# ---- design 1 ----
design_1/layer_met1.png
The bar under the picture is 20 µm long.
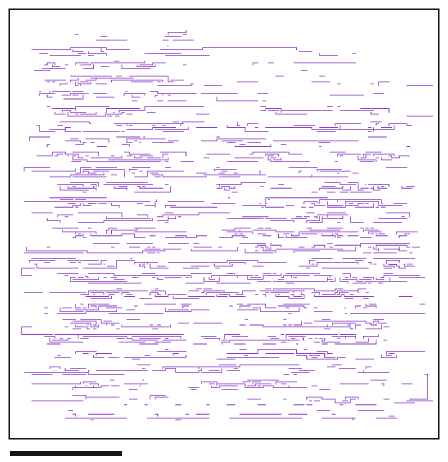

[src/rtl/prog_sequencer.sv]
// Host-side launcher for the processor's Start/Done handshake: runs programs
// 0..NUM_PROGS-1 in order, measuring each program's run length in cycles.
//
// state  | meaning
// IDLE   | waiting for Go
// LAUNCH | single cycle with Start high, run counter cleared
// RUN    | counting cycles until Done or timeout
// GAP    | idle spacing before the next launch (down-counter)
// FINISH | sequence over; AllDone held until reset
module prog_sequencer #(
  parameter int NUM_PROGS   = 3,
  parameter int GAP_CYC     = 2,
  parameter int TIMEOUT_CYC = 4000,
  parameter int CYC_W       = 16
) (
  input  logic             Clk,
  input  logic             Reset,
  input  logic             Go,
  input  logic             Done,
  output logic             Start,
  output logic [1:0]       ProgIdx,
  output logic             Busy,
  output logic [CYC_W-1:0] CycleCount,
  output logic             CountValid,
  output logic             Timeout,
  output logic             AllDone
);

  localparam logic [CYC_W-1:0] TIMEOUT_V = CYC_W'(TIMEOUT_CYC);
  localparam logic [CYC_W-1:0] GAP_LOAD  = CYC_W'(GAP_CYC - 1);
  localparam logic [1:0]       LAST_IDX  = 2'(NUM_PROGS - 1);

  typedef enum logic [2:0] {
    S_IDLE,
    S_LAUNCH,
    S_RUN,
    S_GAP,
    S_FINISH
  } state_t;

  state_t           state;
  logic [CYC_W-1:0] run_cnt;
  logic [CYC_W-1:0] gap_cnt;
  logic [CYC_W-1:0] run_next;

  // Count includes the cycle in which Done is sampled.
  assign run_next = run_cnt + CYC_W'(1);

  always_ff @(posedge Clk or negedge Reset) begin
    if (!Reset) begin
      state      <= S_IDLE;
      run_cnt    <= '0;
      gap_cnt    <= '0;
      Start      <= 1'b0;
      ProgIdx    <= 2'd0;
      Busy       <= 1'b0;
      CycleCount <= '0;
      CountValid <= 1'b0;
      Timeout    <= 1'b0;
      AllDone    <= 1'b0;
    end else begin
      Start      <= 1'b0;
      CountValid <= 1'b0;
      case (state)
        S_IDLE: begin
          if (Go) begin
            state   <= S_LAUNCH;
            Start   <= 1'b1;
            ProgIdx <= 2'd0;
            Busy    <= 1'b1;
          end
        end
        S_LAUNCH: begin
          run_cnt <= '0;
          state   <= S_RUN;
        end
        S_RUN: begin
          run_cnt <= run_next;
          if (Done) begin
            CycleCount <= run_next;
            CountValid <= 1'b1;
            if (ProgIdx == LAST_IDX) begin
              state   <= S_FINISH;
              AllDone <= 1'b1;
              Busy    <= 1'b0;
            end else begin
              state   <= S_GAP;
              gap_cnt <= GAP_LOAD;
            end
          end else if (run_next == TIMEOUT_V) begin
            Timeout <= 1'b1;
            AllDone <= 1'b1;
            Busy    <= 1'b0;
            state   <= S_FINISH;
          end
        end
        S_GAP: begin
          if (gap_cnt == '0) begin
            ProgIdx <= ProgIdx + 2'd1;
            Start   <= 1'b1;
            state   <= S_LAUNCH;
          end else begin
            gap_cnt <= gap_cnt - CYC_W'(1);
          end
        end
        S_FINISH: begin
          // Relaunch needs a reset so the PC's start count stays aligned.
          state <= S_FINISH;
        end
        default: state <= S_IDLE;
      endcase
    end
  end

endmodule
[config.mk]
export PLATFORM = sky130hd
export DESIGN_NAME = prog_sequencer
export DESIGN_NICKNAME = d
export VERILOG_FILES = /design/src/rtl/prog_sequencer.sv
export SDC_FILE = /design/constraint.sdc
export NUM_CORES = 1
export LEC_CHECK = 0
export ABC_AREA = 1
export CORE_MARGIN = 2
export CORE_UTILIZATION = 57
export CTS_CLUSTER_SIZE = 10
export DETAILED_ROUTE_END_ITERATION = 16
export GPL_ROUTABILITY_DRIVEN = 0
export PLACE_DENSITY_LB_ADDON = 0.3
export SLEW_MARGIN = 20
export SYNTH_ARGS = -nofsm -noshare
export SYNTH_HDL_FRONTEND = slang
export SYNTH_SLANG_ARGS = --single-unit
[constraint.sdc]
create_clock -name Clk -period 2 [get_ports Clk]
set_clock_uncertainty 0.1 [all_clocks]
set_input_delay 0.3 -clock Clk [delete_from_list [all_inputs] [get_ports Clk]]
set_output_delay 0.3 -clock Clk [all_outputs]
set_load 0.01 [all_outputs]
# ---- design 2 ----
`config.mk`:
```
export PLATFORM = sky130hd
export DESIGN_NAME = ctrl_pipe_unit_flat
export DESIGN_NICKNAME = d
export VERILOG_FILES = /design/src/rtl/ctrl_pipe_unit_if.sv /design/src/rtl/ctrl_pipe_unit.sv /design/src/flat_wrapper.sv
export SDC_FILE = /design/constraint.sdc
export NUM_CORES = 1
export LEC_CHECK = 0
export CAP_MARGIN = 20
export CORE_MARGIN = 2
export CORE_UTILIZATION = 41
export CTS_CLUSTER_SIZE = 24
export DETAILED_ROUTE_END_ITERATION = 6
export GPL_TIMING_DRIVEN = 0
export PLACE_DENSITY = 0.8
export SETUP_SLACK_MARGIN = 0.5
export SLEW_MARGIN = 10
export SYNTH_ARGS = -nofsm -noshare
export SYNTH_HDL_FRONTEND = slang
export SYNTH_SLANG_ARGS = --single-unit
```
`constraint.sdc`:
```
create_clock -name clk -period 3 [get_ports clk]
set_input_delay 0.3 -clock clk [delete_from_list [all_inputs] [get_ports clk]]
set_output_delay 0.3 -clock clk [all_outputs]
set_load 0.05 [all_outputs]
```
`src/rtl/ctrl_pipe_unit_if.sv`:
```
// Bus between the fetch/ID side and the pipelined control unit: the ID-stage
// instruction and pipeline controls in, the EX/MEM control bundles out.
interface ctrl_pipe_unit_if #(
    parameter int ILL_CNT_W = 8
);
    // ID-stage inputs
    logic                 inst_valid;
    logic [31:0]          inst;
    logic                 stall_in;
    logic                 flush;

    // Hazard hold towards PC and IF/ID
    logic                 id_stall;

    // EX-stage control
    logic                 ex_valid;
    logic                 ex_reg_write;
    logic                 ex_mem_to_reg;
    logic                 ex_pc_plus8;
    logic                 ex_alu_reg_sel;
    logic                 ex_illegal;
    logic [2:0]           ex_alu_src_b;
    logic [2:0]           ex_ldst;
    logic [3:0]           ex_jump_branch;
    logic [4:0]           ex_wdest;
    logic [5:0]           ex_opcode;
    logic [5:0]           ex_funct;

    // MEM-stage control
    logic                 mem_valid;
    logic                 mem_reg_write;
    logic                 mem_mem_to_reg;
    logic [2:0]           mem_ldst;
    logic [4:0]           mem_wdest;

    // Saturating illegal-instruction count
    logic [ILL_CNT_W-1:0] ill_count;

    // Fetch/ID side: supplies instructions, consumes the control bundles
    modport master (
        output inst_valid, inst, stall_in, flush,
        input  id_stall,
        input  ex_valid, ex_reg_write, ex_mem_to_reg, ex_pc_plus8, ex_alu_reg_sel,
        input  ex_illegal, ex_alu_src_b, ex_ldst, ex_jump_branch, ex_wdest,
        input  ex_opcode, ex_funct,
        input  mem_valid, mem_reg_write, mem_mem_to_reg, mem_ldst, mem_wdest,
        input  ill_count
    );

    // Control unit side
    modport slave (
        input  inst_valid, inst, stall_in, flush,
        output id_stall,
        output ex_valid, ex_reg_write, ex_mem_to_reg, ex_pc_plus8, ex_alu_reg_sel,
        output ex_illegal, ex_alu_src_b, ex_ldst, ex_jump_branch, ex_wdest,
        output ex_opcode, ex_funct,
        output mem_valid, mem_reg_write, mem_mem_to_reg, mem_ldst, mem_wdest,
        output ill_count
    );
endinterface

```
`src/rtl/ctrl_pipe_unit.sv`:
```
// Pipelined MIPS-I control unit: decodes the ID instruction into the control
// bundle, registers it into EX and MEM, handles load-use interlock, bubbles,
// branch flushes (including flushes raised during an external stall) and a
// saturating illegal-instruction counter.
module ctrl_pipe_unit #(
    parameter bit HAZARD_EN        = 1'b1,
    parameter int ILL_CNT_W        = 8,
    parameter bit ZERO_WB_SUPPRESS = 1'b1
) (
    input logic             clk,
    input logic             rst,
    ctrl_pipe_unit_if.slave bus
);

    // MIPS-I primary opcodes
    localparam logic [5:0] OP_RTYPE  = 6'b000000;
    localparam logic [5:0] OP_REGIMM = 6'b000001;
    localparam logic [5:0] OP_J      = 6'b000010;
    localparam logic [5:0] OP_JAL    = 6'b000011;
    localparam logic [5:0] OP_BEQ    = 6'b000100;
    localparam logic [5:0] OP_BNE    = 6'b000101;
    localparam logic [5:0] OP_BLEZ   = 6'b000110;
    localparam logic [5:0] OP_BGTZ   = 6'b000111;
    localparam logic [5:0] OP_ADDIU  = 6'b001001;
    localparam logic [5:0] OP_SLTI   = 6'b001010;
    localparam logic [5:0] OP_SLTIU  = 6'b001011;
    localparam logic [5:0] OP_ANDI   = 6'b001100;
    localparam logic [5:0] OP_ORI    = 6'b001101;
    localparam logic [5:0] OP_XORI   = 6'b001110;
    localparam logic [5:0] OP_LUI    = 6'b001111;
    localparam logic [5:0] OP_LB     = 6'b100000;
    localparam logic [5:0] OP_LH     = 6'b100001;
    localparam logic [5:0] OP_LW     = 6'b100011;
    localparam logic [5:0] OP_LBU    = 6'b100100;
    localparam logic [5:0] OP_LHU    = 6'b100101;
    localparam logic [5:0] OP_SB     = 6'b101000;
    localparam logic [5:0] OP_SH     = 6'b101001;
    localparam logic [5:0] OP_SW     = 6'b101011;

    // R-type function codes
    localparam logic [5:0] FN_SLL    = 6'b000000;
    localparam logic [5:0] FN_SRL    = 6'b000010;
    localparam logic [5:0] FN_SRA    = 6'b000011;
    localparam logic [5:0] FN_SLLV   = 6'b000100;
    localparam logic [5:0] FN_SRLV   = 6'b000110;
    localparam logic [5:0] FN_SRAV   = 6'b000111;
    localparam logic [5:0] FN_JR     = 6'b001000;
    localparam logic [5:0] FN_JALR   = 6'b001001;
    localparam logic [5:0] FN_ADDU   = 6'b100001;
    localparam logic [5:0] FN_SUBU   = 6'b100011;
    localparam logic [5:0] FN_AND    = 6'b100100;
    localparam logic [5:0] FN_OR     = 6'b100101;
    localparam logic [5:0] FN_XOR    = 6'b100110;
    localparam logic [5:0] FN_NOR    = 6'b100111;
    localparam logic [5:0] FN_SLT    = 6'b101010;
    localparam logic [5:0] FN_SLTU   = 6'b101011;

    // ALU operand-B selects
    localparam logic [2:0] SRCB_RT    = 3'b000;
    localparam logic [2:0] SRCB_RS    = 3'b001;
    localparam logic [2:0] SRCB_SEXT  = 3'b010;
    localparam logic [2:0] SRCB_ZEXT  = 3'b011;
    localparam logic [2:0] SRCB_ZERO  = 3'b100;
    localparam logic [2:0] SRCB_SHAMT = 3'b101;

    // Load/store kinds
    localparam logic [2:0] LDST_LB  = 3'b000;
    localparam logic [2:0] LDST_LH  = 3'b001;
    localparam logic [2:0] LDST_LW  = 3'b010;
    localparam logic [2:0] LDST_LBU = 3'b011;
    localparam logic [2:0] LDST_LHU = 3'b100;
    localparam logic [2:0] LDST_SB  = 3'b101;
    localparam logic [2:0] LDST_SH  = 3'b110;
    localparam logic [2:0] LDST_SW  = 3'b111;

    // Jump/branch kinds
    localparam logic [3:0] JB_NONE = 4'b0000;
    localparam logic [3:0] JB_J    = 4'b0001;
    localparam logic [3:0] JB_JR   = 4'b0010;
    localparam logic [3:0] JB_BEQ  = 4'b0011;
    localparam logic [3:0] JB_BNE  = 4'b0100;
    localparam logic [3:0] JB_BLEZ = 4'b0101;
    localparam logic [3:0] JB_BGTZ = 4'b0110;
    localparam logic [3:0] JB_BLTZ = 4'b0111;
    localparam logic [3:0] JB_BGEZ = 4'b1000;

    // Full EX-stage bundle; all-zero is a bubble
    typedef struct packed {
        logic       valid;
        logic       reg_write;
        logic       mem_to_reg;
        logic       pc_plus8;
        logic       alu_reg_sel;
        logic       illegal;
        logic [2:0] alu_src_b;
        logic [2:0] ldst;
        logic [3:0] jump_branch;
        logic [4:0] wdest;
        logic [5:0] opcode;
        logic [5:0] funct;
    } ex_ctrl_t;

    // Subset of the bundle still needed in MEM
    typedef struct packed {
        logic       valid;
        logic       reg_write;
        logic       mem_to_reg;
        logic [2:0] ldst;
        logic [4:0] wdest;
    } mem_ctrl_t;

    // Instruction fields
    logic [5:0] op;
    logic [5:0] fn;
    logic [4:0] rs;
    logic [4:0] rt;
    logic [4:0] rd;
    logic       unused_shamt;

    assign op = bus.inst[31:26];
    assign rs = bus.inst[25:21];
    assign rt = bus.inst[20:16];
    assign rd = bus.inst[15:11];
    assign fn = bus.inst[5:0];
    // The shift amount travels to the datapath directly; control never looks at it.
    assign unused_shamt = ^bus.inst[10:6];

    ex_ctrl_t             dec;
    logic                 legal;
    logic                 rs_used;
    logic                 rt_used;
    logic                 load_use;
    logic                 id_stall;

    ex_ctrl_t             ex_q,         ex_d;
    mem_ctrl_t            mem_q,        mem_d;
    logic                 flush_pend_q, flush_pend_d;
    logic [ILL_CNT_W-1:0] ill_count_q,  ill_count_d;

    // Combinational decode of the ID instruction into a full control bundle
    always_comb begin
        // NOTE: every variable gets a default before the case so that no path
        // leaves it unassigned; otherwise synthesis infers a latch.
        dec        = '0;
        legal      = 1'b1;
        dec.valid  = 1'b1;
        dec.opcode = op;
        dec.funct  = fn;
        dec.wdest  = rt;
        case (op)
            OP_RTYPE: begin
                dec.wdest     = rd;
                dec.reg_write = 1'b1;
                case (fn)
                    FN_SLL, FN_SRL, FN_SRA: begin
                        dec.alu_src_b   = SRCB_SHAMT;
                        dec.alu_reg_sel = 1'b1;
                    end
                    FN_SLLV, FN_SRLV, FN_SRAV: begin
                        dec.alu_src_b   = SRCB_RS;
                        dec.alu_reg_sel = 1'b1;
                    end
                    FN_JR: begin
                        dec.jump_branch = JB_JR;
                        dec.reg_write   = 1'b0;
                    end
                    FN_JALR: begin
                        dec.jump_branch = JB_JR;
                        dec.pc_plus8    = 1'b1;
                    end
                    FN_ADDU, FN_SUBU, FN_AND, FN_OR, FN_XOR, FN_NOR,
                    FN_SLT, FN_SLTU: ;
                    default: legal = 1'b0;
                endcase
            end
            OP_REGIMM: begin
                dec.alu_src_b = SRCB_ZERO;
                case (rt)
                    5'b00000: dec.jump_branch = JB_BLTZ;
                    5'b00001: dec.jump_branch = JB_BGEZ;
                    default:  legal = 1'b0;
                endcase
            end
            OP_J: begin
                dec.wdest       = 5'd0;
                dec.jump_branch = JB_J;
            end
            OP_JAL: begin
                dec.wdest       = 5'd31;
                dec.jump_branch = JB_J;
                dec.pc_plus8    = 1'b1;
                dec.reg_write   = 1'b1;
            end
            OP_BEQ:  dec.jump_branch = JB_BEQ;
            OP_BNE:  dec.jump_branch = JB_BNE;
            OP_BLEZ: begin
                dec.jump_branch = JB_BLEZ;
                dec.alu_src_b   = SRCB_ZERO;
            end
            OP_BGTZ: begin
                dec.jump_branch = JB_BGTZ;
                dec.alu_src_b   = SRCB_ZERO;
            end
            OP_ADDIU, OP_SLTI, OP_SLTIU: begin
                dec.alu_src_b = SRCB_SEXT;
                dec.reg_write = 1'b1;
            end
            OP_ANDI, OP_ORI, OP_XORI, OP_LUI: begin
                dec.alu_src_b = SRCB_ZEXT;
                dec.reg_write = 1'b1;
            end
            OP_LB, OP_LH, OP_LW, OP_LBU, OP_LHU: begin
                dec.alu_src_b  = SRCB_SEXT;
                dec.reg_write  = 1'b1;
                dec.mem_to_reg = 1'b1;
                case (op)
                    OP_LH:   dec.ldst = LDST_LH;
                    OP_LW:   dec.ldst = LDST_LW;
                    OP_LBU:  dec.ldst = LDST_LBU;
                    OP_LHU:  dec.ldst = LDST_LHU;
                    default: dec.ldst = LDST_LB;
                endcase
            end
            OP_SB, OP_SH, OP_SW: begin
                dec.alu_src_b = SRCB_SEXT;
                case (op)
                    OP_SB:   dec.ldst = LDST_SB;
                    OP_SH:   dec.ldst = LDST_SH;
                    default: dec.ldst = LDST_SW;
                endcase
            end
            default: legal = 1'b0;
        endcase

        if (ZERO_WB_SUPPRESS && (dec.wdest == 5'd0)) begin
            dec.reg_write = 1'b0;
        end

        // An illegal word carries nothing but its valid/illegal marking
        if (!legal) begin
            dec         = '0;
            dec.valid   = 1'b1;
            dec.illegal = 1'b1;
        end
    end

    // Source-register usage, judged on the raw encoding fields
    always_comb begin
        rs_used = 1'b1;
        rt_used = 1'b0;
        case (op)
            OP_J, OP_JAL, OP_LUI: rs_used = 1'b0;
            OP_RTYPE: begin
                if ((fn == FN_SLL) || (fn == FN_SRL) || (fn == FN_SRA)) begin
                    rs_used = 1'b0;
                end
                rt_used = (fn != FN_JR) && (fn != FN_JALR);
            end
            OP_BEQ, OP_BNE, OP_SB, OP_SH, OP_SW: rt_used = 1'b1;
            default: ;
        endcase
    end

    // A load in EX whose destination feeds the ID instruction must wait one cycle
    assign load_use = HAZARD_EN && bus.inst_valid && ex_q.valid && ex_q.mem_to_reg &&
                      (ex_q.wdest != 5'd0) &&
                      ((rs_used && (rs == ex_q.wdest)) || (rt_used && (rt == ex_q.wdest)));

    // Pipeline advance: external stall, then flush, then load-use, then normal issue
    always_comb begin
        ex_d         = ex_q;
        mem_d        = mem_q;
        flush_pend_d = flush_pend_q;
        ill_count_d  = ill_count_q;
        id_stall     = 1'b0;
        if (bus.stall_in) begin
            // Everything holds; a flush seen now is replayed on the first free edge
            id_stall = 1'b1;
            if (bus.flush) begin
                flush_pend_d = 1'b1;
            end
        end else begin
            mem_d.valid      = ex_q.valid;
            mem_d.reg_write  = ex_q.reg_write;
            mem_d.mem_to_reg = ex_q.mem_to_reg;
            mem_d.ldst       = ex_q.ldst;
            mem_d.wdest      = ex_q.wdest;
            if (bus.flush || flush_pend_q) begin
                ex_d         = '0;
                flush_pend_d = 1'b0;
            end else if (load_use) begin
                ex_d     = '0;
                id_stall = 1'b1;
            end else if (bus.inst_valid) begin
                ex_d = dec;
                if (dec.illegal && (ill_count_q != '1)) begin
                    ill_count_d = ill_count_q + ILL_CNT_W'(1);
                end
            end else begin
                ex_d = '0;
            end
        end
    end

    // Pipeline registers and counter
    always_ff @(posedge clk or posedge rst) begin
        if (rst) begin
            ex_q         <= '0;
            mem_q        <= '0;
            flush_pend_q <= 1'b0;
            ill_count_q  <= '0;
        end else begin
            // NOTE: state registers use non-blocking assignment so every flop
            // samples the pre-edge values regardless of statement order.
            ex_q         <= ex_d;
            mem_q        <= mem_d;
            flush_pend_q <= flush_pend_d;
            ill_count_q  <= ill_count_d;
        end
    end

    assign bus.id_stall       = id_stall;
    assign bus.ex_valid       = ex_q.valid;
    assign bus.ex_reg_write   = ex_q.reg_write;
    assign bus.ex_mem_to_reg  = ex_q.mem_to_reg;
    assign bus.ex_pc_plus8    = ex_q.pc_plus8;
    assign bus.ex_alu_reg_sel = ex_q.alu_reg_sel;
    assign bus.ex_illegal     = ex_q.illegal;
    assign bus.ex_alu_src_b   = ex_q.alu_src_b;
    assign bus.ex_ldst        = ex_q.ldst;
    assign bus.ex_jump_branch = ex_q.jump_branch;
    assign bus.ex_wdest       = ex_q.wdest;
    assign bus.ex_opcode      = ex_q.opcode;
    assign bus.ex_funct       = ex_q.funct;
    assign bus.mem_valid      = mem_q.valid;
    assign bus.mem_reg_write  = mem_q.reg_write;
    assign bus.mem_mem_to_reg = mem_q.mem_to_reg;
    assign bus.mem_ldst       = mem_q.ldst;
    assign bus.mem_wdest      = mem_q.wdest;
    assign bus.ill_count      = ill_count_q;

endmodule

```
`src/flat_wrapper.sv`:
```
// flat-port wrapper written by rule: the top's interface ports become plain ports
module ctrl_pipe_unit_flat 
#(
    parameter bit HAZARD_EN        = 1'b1,
    parameter int ILL_CNT_W        = 8,
    parameter bit ZERO_WB_SUPPRESS = 1'b1
)
  (clk, rst, bus_inst_valid, bus_inst, bus_stall_in, bus_flush, bus_id_stall, bus_ex_valid, bus_ex_reg_write, bus_ex_mem_to_reg, bus_ex_pc_plus8, bus_ex_alu_reg_sel, bus_ex_illegal, bus_ex_alu_src_b, bus_ex_ldst, bus_ex_jump_branch, bus_ex_wdest, bus_ex_opcode, bus_ex_funct, bus_mem_valid, bus_mem_reg_write, bus_mem_mem_to_reg, bus_mem_ldst, bus_mem_wdest, bus_ill_count);
  ctrl_pipe_unit_if #(.ILL_CNT_W(ILL_CNT_W)) bus_i ();
  input logic clk;
  input logic rst;
  input wire logic [$bits(bus_i.inst_valid)-1:0] bus_inst_valid;
  input wire logic [$bits(bus_i.inst)-1:0] bus_inst;
  input wire logic [$bits(bus_i.stall_in)-1:0] bus_stall_in;
  input wire logic [$bits(bus_i.flush)-1:0] bus_flush;
  output wire logic [$bits(bus_i.id_stall)-1:0] bus_id_stall;
  output wire logic [$bits(bus_i.ex_valid)-1:0] bus_ex_valid;
  output wire logic [$bits(bus_i.ex_reg_write)-1:0] bus_ex_reg_write;
  output wire logic [$bits(bus_i.ex_mem_to_reg)-1:0] bus_ex_mem_to_reg;
  output wire logic [$bits(bus_i.ex_pc_plus8)-1:0] bus_ex_pc_plus8;
  output wire logic [$bits(bus_i.ex_alu_reg_sel)-1:0] bus_ex_alu_reg_sel;
  output wire logic [$bits(bus_i.ex_illegal)-1:0] bus_ex_illegal;
  output wire logic [$bits(bus_i.ex_alu_src_b)-1:0] bus_ex_alu_src_b;
  output wire logic [$bits(bus_i.ex_ldst)-1:0] bus_ex_ldst;
  output wire logic [$bits(bus_i.ex_jump_branch)-1:0] bus_ex_jump_branch;
  output wire logic [$bits(bus_i.ex_wdest)-1:0] bus_ex_wdest;
  output wire logic [$bits(bus_i.ex_opcode)-1:0] bus_ex_opcode;
  output wire logic [$bits(bus_i.ex_funct)-1:0] bus_ex_funct;
  output wire logic [$bits(bus_i.mem_valid)-1:0] bus_mem_valid;
  output wire logic [$bits(bus_i.mem_reg_write)-1:0] bus_mem_reg_write;
  output wire logic [$bits(bus_i.mem_mem_to_reg)-1:0] bus_mem_mem_to_reg;
  output wire logic [$bits(bus_i.mem_ldst)-1:0] bus_mem_ldst;
  output wire logic [$bits(bus_i.mem_wdest)-1:0] bus_mem_wdest;
  output wire logic [$bits(bus_i.ill_count)-1:0] bus_ill_count;
  assign bus_i.inst_valid = bus_inst_valid;
  assign bus_i.inst = bus_inst;
  assign bus_i.stall_in = bus_stall_in;
  assign bus_i.flush = bus_flush;
  assign bus_id_stall = bus_i.id_stall;
  assign bus_ex_valid = bus_i.ex_valid;
  assign bus_ex_reg_write = bus_i.ex_reg_write;
  assign bus_ex_mem_to_reg = bus_i.ex_mem_to_reg;
  assign bus_ex_pc_plus8 = bus_i.ex_pc_plus8;
  assign bus_ex_alu_reg_sel = bus_i.ex_alu_reg_sel;
  assign bus_ex_illegal = bus_i.ex_illegal;
  assign bus_ex_alu_src_b = bus_i.ex_alu_src_b;
  assign bus_ex_ldst = bus_i.ex_ldst;
  assign bus_ex_jump_branch = bus_i.ex_jump_branch;
  assign bus_ex_wdest = bus_i.ex_wdest;
  assign bus_ex_opcode = bus_i.ex_opcode;
  assign bus_ex_funct = bus_i.ex_funct;
  assign bus_mem_valid = bus_i.mem_valid;
  assign bus_mem_reg_write = bus_i.mem_reg_write;
  assign bus_mem_mem_to_reg = bus_i.mem_mem_to_reg;
  assign bus_mem_ldst = bus_i.mem_ldst;
  assign bus_mem_wdest = bus_i.mem_wdest;
  assign bus_ill_count = bus_i.ill_count;
  ctrl_pipe_unit #(.HAZARD_EN(HAZARD_EN), .ILL_CNT_W(ILL_CNT_W), .ZERO_WB_SUPPRESS(ZERO_WB_SUPPRESS)) u_core (.clk(clk), .rst(rst), .bus(bus_i));
endmodule
```
# ---- design 3 ----
`src/rtl/rotate_right_seq_if.sv`:
```
// rotate_right_seq_if
// Request/result handshake bundle for the iterative rotate-right unit.
//
// Signals (names are from the unit's point of view):
//   valid_i   - request valid
//   ready_o   - unit can accept a request
//   operand_i - value to rotate (XLEN bits)
//   amount_i  - rotate-right amount in bits (AMT_W bits)
//   valid_o   - result valid
//   ready_i   - consumer accepts result
//   result_o  - rotated value (XLEN bits)
//   busy_o    - unit is iterating
//
// Modports:
//   master - requester/consumer side (drives valid_i, operand_i, amount_i, ready_i)
//   slave  - the rotate unit itself
interface rotate_right_seq_if #(
   parameter int XLEN  = 32,
   parameter int AMT_W = 5
);
   logic             valid_i;
   logic             ready_o;
   logic [XLEN-1:0]  operand_i;
   logic [AMT_W-1:0] amount_i;
   logic             valid_o;
   logic             ready_i;
   logic [XLEN-1:0]  result_o;
   logic             busy_o;

   modport master (
      output valid_i, operand_i, amount_i, ready_i,
      input  ready_o, valid_o, result_o, busy_o
   );

   modport slave (
      input  valid_i, operand_i, amount_i, ready_i,
      output ready_o, valid_o, result_o, busy_o
   );
endinterface

```
`src/rtl/rotate_right_seq.sv`:
```
// rotate_right_seq
// Iterative 32-bit rotate-right unit. A single shared rotator applies one
// byte step (ror 8) or one single-bit step (ror 1) per clock until the
// requested amount is used up, then presents the result until consumed.
//
// Ports:
//   clk_i   - clock, rising edge
//   rst_n_i - asynchronous reset, active low
//   bus     - rotate_right_seq_if.slave handshake bundle
//             (valid_i/ready_o request side, valid_o/ready_i result side,
//              operand_i, amount_i, result_o, busy_o)
//
// Parameters:
//   XLEN  - operand/result width (only 32 is supported)
//   AMT_W - rotate amount width (log2 XLEN)
//
// Build option:
//   ROTR_BYTE_FASTPATH_EN - when defined, the whole-byte part of the amount
//   is applied on accept through a 4-way byte mux, so the iteration only
//   performs single-bit steps (latency amount[2:0]+1). Results are identical
//   in both builds; only latency differs.
module rotate_right_seq #(
   parameter int XLEN  = 32,
   parameter int AMT_W = 5
) (
   input logic                clk_i,
   input logic                rst_n_i,
   rotate_right_seq_if.slave  bus
);

   typedef enum logic [1:0] {
      IDLE,
      BUSY,
      DONE
   } state_t;

   state_t           state_q;
   state_t           state_d;
   logic [XLEN-1:0]  data_q;
   logic [XLEN-1:0]  data_d;
   logic [AMT_W-1:0] rem_q;
   logic [AMT_W-1:0] rem_d;

`ifdef ROTR_BYTE_FASTPATH_EN
   logic [XLEN-1:0]  byte_rot;

   // Byte-granular pre-rotation of the incoming operand by 8*amount[4:3];
   // only the remaining 0..7 single-bit steps are left for the loop.
   always_comb begin
      byte_rot = bus.operand_i;
      case (bus.amount_i[4:3])
         2'd0:    byte_rot = bus.operand_i;
         2'd1:    byte_rot = {bus.operand_i[7:0],  bus.operand_i[XLEN-1:8]};
         2'd2:    byte_rot = {bus.operand_i[15:0], bus.operand_i[XLEN-1:16]};
         default: byte_rot = {bus.operand_i[23:0], bus.operand_i[XLEN-1:24]};
      endcase
   end
`endif

   // State, data and remaining-amount registers. Reset clears the data so
   // result_o reads zero after any reset, including one mid-operation.
   always_ff @(posedge clk_i or negedge rst_n_i) begin
      if (!rst_n_i) begin
         state_q <= IDLE;
         data_q  <= '0;
         rem_q   <= '0;
      end else begin
         state_q <= state_d;
         data_q  <= data_d;
         rem_q   <= rem_d;
      end
   end

   // Next-state and datapath decisions. In BUSY the larger step is always
   // preferred, so the step count is amount[4:3] + amount[2:0]. Operand and
   // amount are only sampled on the accepting edge.
   always_comb begin
      state_d = state_q;
      data_d  = data_q;
      rem_d   = rem_q;
      case (state_q)
         IDLE: begin
            if (bus.valid_i) begin
               state_d = BUSY;
`ifdef ROTR_BYTE_FASTPATH_EN
               data_d  = byte_rot;
               rem_d   = {{(AMT_W-3){1'b0}}, bus.amount_i[2:0]};
`else
               data_d  = bus.operand_i;
               rem_d   = bus.amount_i;
`endif
            end
         end
         BUSY: begin
            if (rem_q == '0) begin
               state_d = DONE;
            end else if (rem_q >= AMT_W'(8)) begin
               data_d = {data_q[7:0], data_q[XLEN-1:8]};
               rem_d  = rem_q - AMT_W'(8);
            end else begin
               data_d = {data_q[0], data_q[XLEN-1:1]};
               rem_d  = rem_q - AMT_W'(1);
            end
         end
         DONE: begin
            if (bus.ready_i) begin
               state_d = IDLE;
            end
         end
         default: begin
            state_d = IDLE;
         end
      endcase
   end

   // Outputs decode registered state only, so there is no input-to-output
   // path; ready_o therefore rises one cycle after the result handoff.
   assign bus.ready_o  = (state_q == IDLE);
   assign bus.busy_o   = (state_q == BUSY);
   assign bus.valid_o  = (state_q == DONE);
   assign bus.result_o = data_q;

endmodule

```
`src/flat_wrapper.sv`:
```
// flat-port wrapper written by rule: the top's interface ports become plain ports
module rotate_right_seq_flat 
#(
   parameter int XLEN  = 32,
   parameter int AMT_W = 5
)
  (clk_i, rst_n_i, bus_valid_i, bus_operand_i, bus_amount_i, bus_ready_i, bus_ready_o, bus_valid_o, bus_result_o, bus_busy_o);
  rotate_right_seq_if #(.XLEN(XLEN), .AMT_W(AMT_W)) bus_i ();
  input logic clk_i;
  input logic rst_n_i;
  input wire logic [$bits(bus_i.valid_i)-1:0] bus_valid_i;
  input wire logic [$bits(bus_i.operand_i)-1:0] bus_operand_i;
  input wire logic [$bits(bus_i.amount_i)-1:0] bus_amount_i;
  input wire logic [$bits(bus_i.ready_i)-1:0] bus_ready_i;
  output wire logic [$bits(bus_i.ready_o)-1:0] bus_ready_o;
  output wire logic [$bits(bus_i.valid_o)-1:0] bus_valid_o;
  output wire logic [$bits(bus_i.result_o)-1:0] bus_result_o;
  output wire logic [$bits(bus_i.busy_o)-1:0] bus_busy_o;
  assign bus_i.valid_i = bus_valid_i;
  assign bus_i.operand_i = bus_operand_i;
  assign bus_i.amount_i = bus_amount_i;
  assign bus_i.ready_i = bus_ready_i;
  assign bus_ready_o = bus_i.ready_o;
  assign bus_valid_o = bus_i.valid_o;
  assign bus_result_o = bus_i.result_o;
  assign bus_busy_o = bus_i.busy_o;
  rotate_right_seq #(.XLEN(XLEN), .AMT_W(AMT_W)) u_core (.clk_i(clk_i), .rst_n_i(rst_n_i), .bus(bus_i));
endmodule
```
`config.mk`:
```
export PLATFORM = sky130hd
export DESIGN_NAME = rotate_right_seq_flat
export DESIGN_NICKNAME = d
export VERILOG_FILES = /design/src/rtl/rotate_right_seq_if.sv /design/src/rtl/rotate_right_seq.sv /design/src/flat_wrapper.sv
export SDC_FILE = /design/constraint.sdc
export NUM_CORES = 1
export LEC_CHECK = 0
export ABC_CLOCK_PERIOD_IN_PS = 3150
export CELL_PAD_IN_SITES_DETAIL_PLACEMENT = 1
export CELL_PAD_IN_SITES_GLOBAL_PLACEMENT = 1
export CORE_UTILIZATION = 36
export DETAILED_ROUTE_END_ITERATION = 7
export PLACE_DENSITY_LB_ADDON = 0.1
export SLEW_MARGIN = 40
export SYNTH_ARGS = -nofsm -noshare
export SYNTH_HDL_FRONTEND = slang
export SYNTH_SLANG_ARGS = --single-unit
```
`constraint.sdc`:
```
create_clock -name clk_i -period 3.15 [get_ports clk_i]
set_input_delay 0.7875 -clock clk_i [delete_from_list [all_inputs] [get_ports clk_i]]
set_output_delay 0.7875 -clock clk_i [all_outputs]
set_load 0.05 [all_outputs]
```
design_3/cell_density.png
The die is cut into 8 by 8 equal tiles; white is low, dark blue is high, 0 to 100% covered.
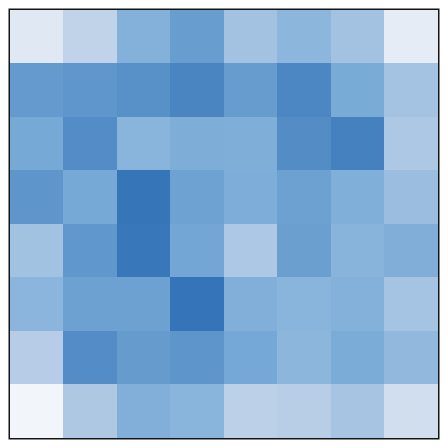
The fullest tile reaches 72%. The mean over all tiles is 47%.
final core area utilization: 52.5%
Core Area: 0.00592 mm²

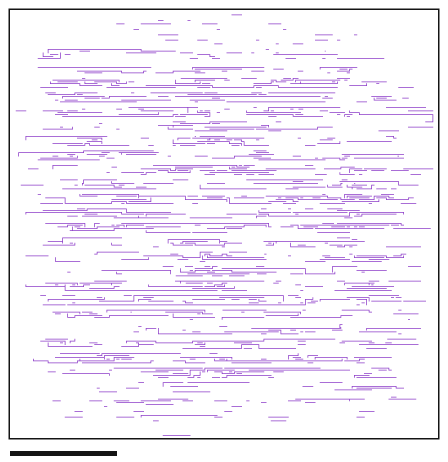
design_3/layer_met1.png
The bar under the picture is 20 µm long.
The layer holds 46% of the routed length. The wires run mostly horizontal. 291 nets have wire on it. The longest straight run is 44.6 µm. The layer carries 3340 µm of wire.

==> reports/qor_table.md, design 3 <==
| Item | Value |
| --- | --- |
| Largest contributor to cell area by class | multi-input combinational cells |
| Logic share of the area | 35.8% |
| Synth-to-layout area growth | 40.9% |
| Number of antenna violations at the first check in global routing | 0 |
| Biggest area contributors in the synthesized netlist | dfrtp_1, mux2i_1, a21oi_1 |
| Transition time at the pin with the least slew margin | 0.534 ns |
| Worst min path class | input pin to asynchronous set/reset pin |
| Seq/Total Area, Yosys | 44.2% |
| Y dimension of the die | 80.3 µm |
| Levels on crit path | 3 |
| MUX area fraction | 7.71% |
| First-pass GRT wire length | 11500 µm |
| Adder Area Share | 1.13% |
| Cell-by-cell trace of the critical path | nand2b_1 > inv_2 > clkdlybuf4s50_1 |
| Worst Setup SP | u_core.state_q[1] |
| Most instantiated flip-flop cell in the synthesis netlist | dfrtp_1 |
| Xor/xnor cell area share of the yosys netlist | 0% |
| Minimum clock period | 2.93 ns |
| Met3 routing resource usage after global routing | 3.30% |
| Chip area from the yosys synthesis statistics | 0.00221 mm² |
| Diodes inserted | 0 |
| Worst slew margin relative to its limit | 64.4% |
| Reg2Reg Launch Point | u_core.rem_q[0] |
| Biggest area consumer among synthesized cells | dfrtp_1 |
| Data arrival time of the critical path | 2.14 ns |
| Worst Skew | 0.00519 ns |
| Simple-gate share of the synthesized area | 15.5% |
| Number of top-level design ports | 76 |
| Share of async-settable or async-resettable flops after synthesis | 100% |
| Critical Path Source Type | register |
| Pin count of the biggest net entering global routing | 40 |
| Total instance count after detailed placement | 370 |
| Setup TNS | 0 ns |
| Outcome | finished, final reports clean |
| Clock tree from TritonCTS | built |
| Slowest CP cell | clkdlybuf4s50_1 |
| Crit path max-delay family | buffers and inverters |
| Clock-pin slew on the worst setup and hold paths | 0.08 ns |
| Total DRC errors in the routed layout | 0 |
| Filler instances | 697 |
| Post-place instance area | 0.00301 mm² |
| Leading cell type in the layout, fill and taps excluded | clkdlybuf4s50_1 |
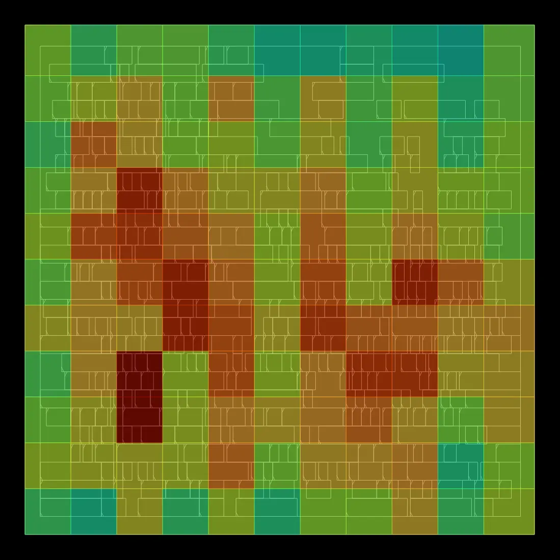
design_1/congestion.png
routed wirelength normalized by instance count: 13.9 µm
Global Route met2 Usage: 43.5%
global-route layer with the greatest usage: met2
met3 routing resource usage after global routing: 4.38%

## Picture notes: design_1/layer_met1.png
The layer carries 3000 µm of wire. The wires run mostly horizontal. The layer holds 43% of the routed length.
met1 Use GR: 30.8%
vias: 2675
routed wire length: 7030 µm

==> reports/qor_table.md, design 1 <==
| Item | Value |
| --- | --- |
| Syn Area/Cell | 8.06 µm² |
| Post-synth top area share | 48.3% |
| Aggregate global-route resource usage | 25.2% |
| First-pass GRT wire length | 11800 µm |
| Share of async-settable or async-resettable flops after synthesis | 100% |
| Unrepaired setup endpoints after global routing | true |
| Seq_cells | 58 |
| Pin count of the biggest net entering global routing | 36 |
| Worst slew margin relative to its limit | 70.0% |
| Violated checks | setup timing |
| MUX area fraction | 0% |
| Synth Warn # | 0 |
| Total congestion overflow after global routing | 0 |
| Compound-Gate Fraction of Synth Area | 11.0% |
| Setup slack of the critical path after layout | -0.0729 ns |
| X dimension of the die | 76.6 µm |
| Number of failing setup endpoints in the final timing report | 5 |
| Top Registers | CycleCount x16, gap_cnt x16, run_cnt x16 |
| Instance count of the mapped netlist | 373 |
| Timing endpoint of the critical path | Busy |
| Post-place instance area | 0.00349 mm² |
| Tap Count | 70 |
| Outcome | finished with violations |
| Non-filler cells, final | 505 |
| Resized Gates After CTS | 3 |
| ClkCell Share | 4.13% |
| Final-layout worst hold slack | 0.382 ns |
| Port-buffer cells | 26 |
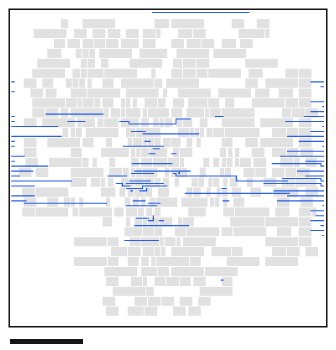
design_2/layer_met3.png
The bar under the picture is 20 µm long. Cells faint in the background.
The wires run mostly horizontal. 73 nets have wire on it. The longest straight run is 28.5 µm.

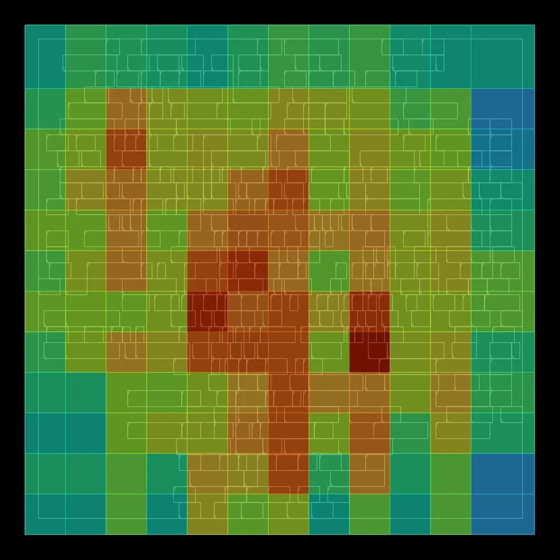
design_2/congestion.png
met1 Use GR: 29.1%
Global Route met2 Usage: 31.4%
met3 routing resource usage after global routing: 4.86%
aggregate global-route resource usage: 20.5%
final core area utilization: 59.2%

==> reports/qor_table.md, design 2 <==
| Item | Value |
| --- | --- |
| Outcome | finished, final reports clean |
| Buf+Inv Stages, Crit Path | 3 |
| Reg-to-reg slack, setup | 0.79 ns |
| Logic inverters | 6 |
| Clock-pin slew on the worst setup and hold paths | 0.09 ns |
| Total DRC errors in the routed layout | 0 |
| Filler instances | 572 |
| Transition time at the pin with the least slew margin | 0.556 ns |
| Number of antenna violations at the first check in global routing | 0 |
| Number of standard cells reported by yosys | 277 |
| Total instance count after detailed placement | 440 |
| Depth of the worst hold-timing path | 2 |
| Worst Setup SP | bus_inst[27] |
| Crit path max-delay family | buffers and inverters |
| Count of flip-flops with a built-in enable after synthesis | 0 |
| Final Hold Viols | 0 |
| Logic share of the area | 36.5% |
| Adder Area Share | 0.446% |
| Syn Area/Cell | 10.1 µm² |

==> screenshots <==
M2 wires.
The bar under the picture is 20 µm long. Cells faint in the background.
picture 1
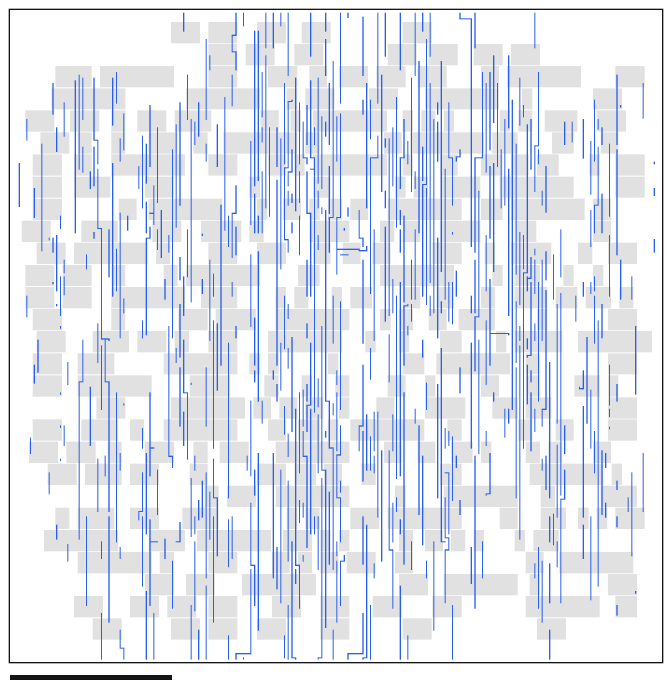
picture 2
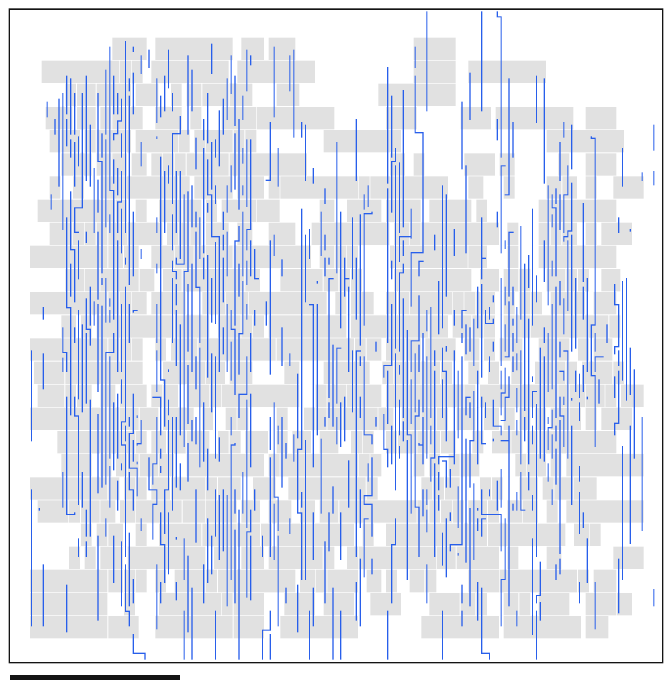
picture 3
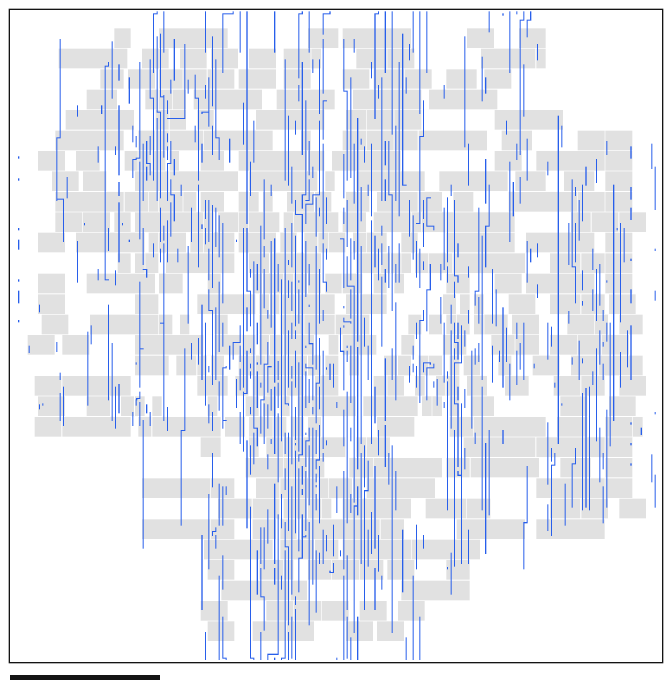
Picture 1 is design 3.
Picture 2 is design 1.
Picture 3 is design 2.
- largest die: picture 3


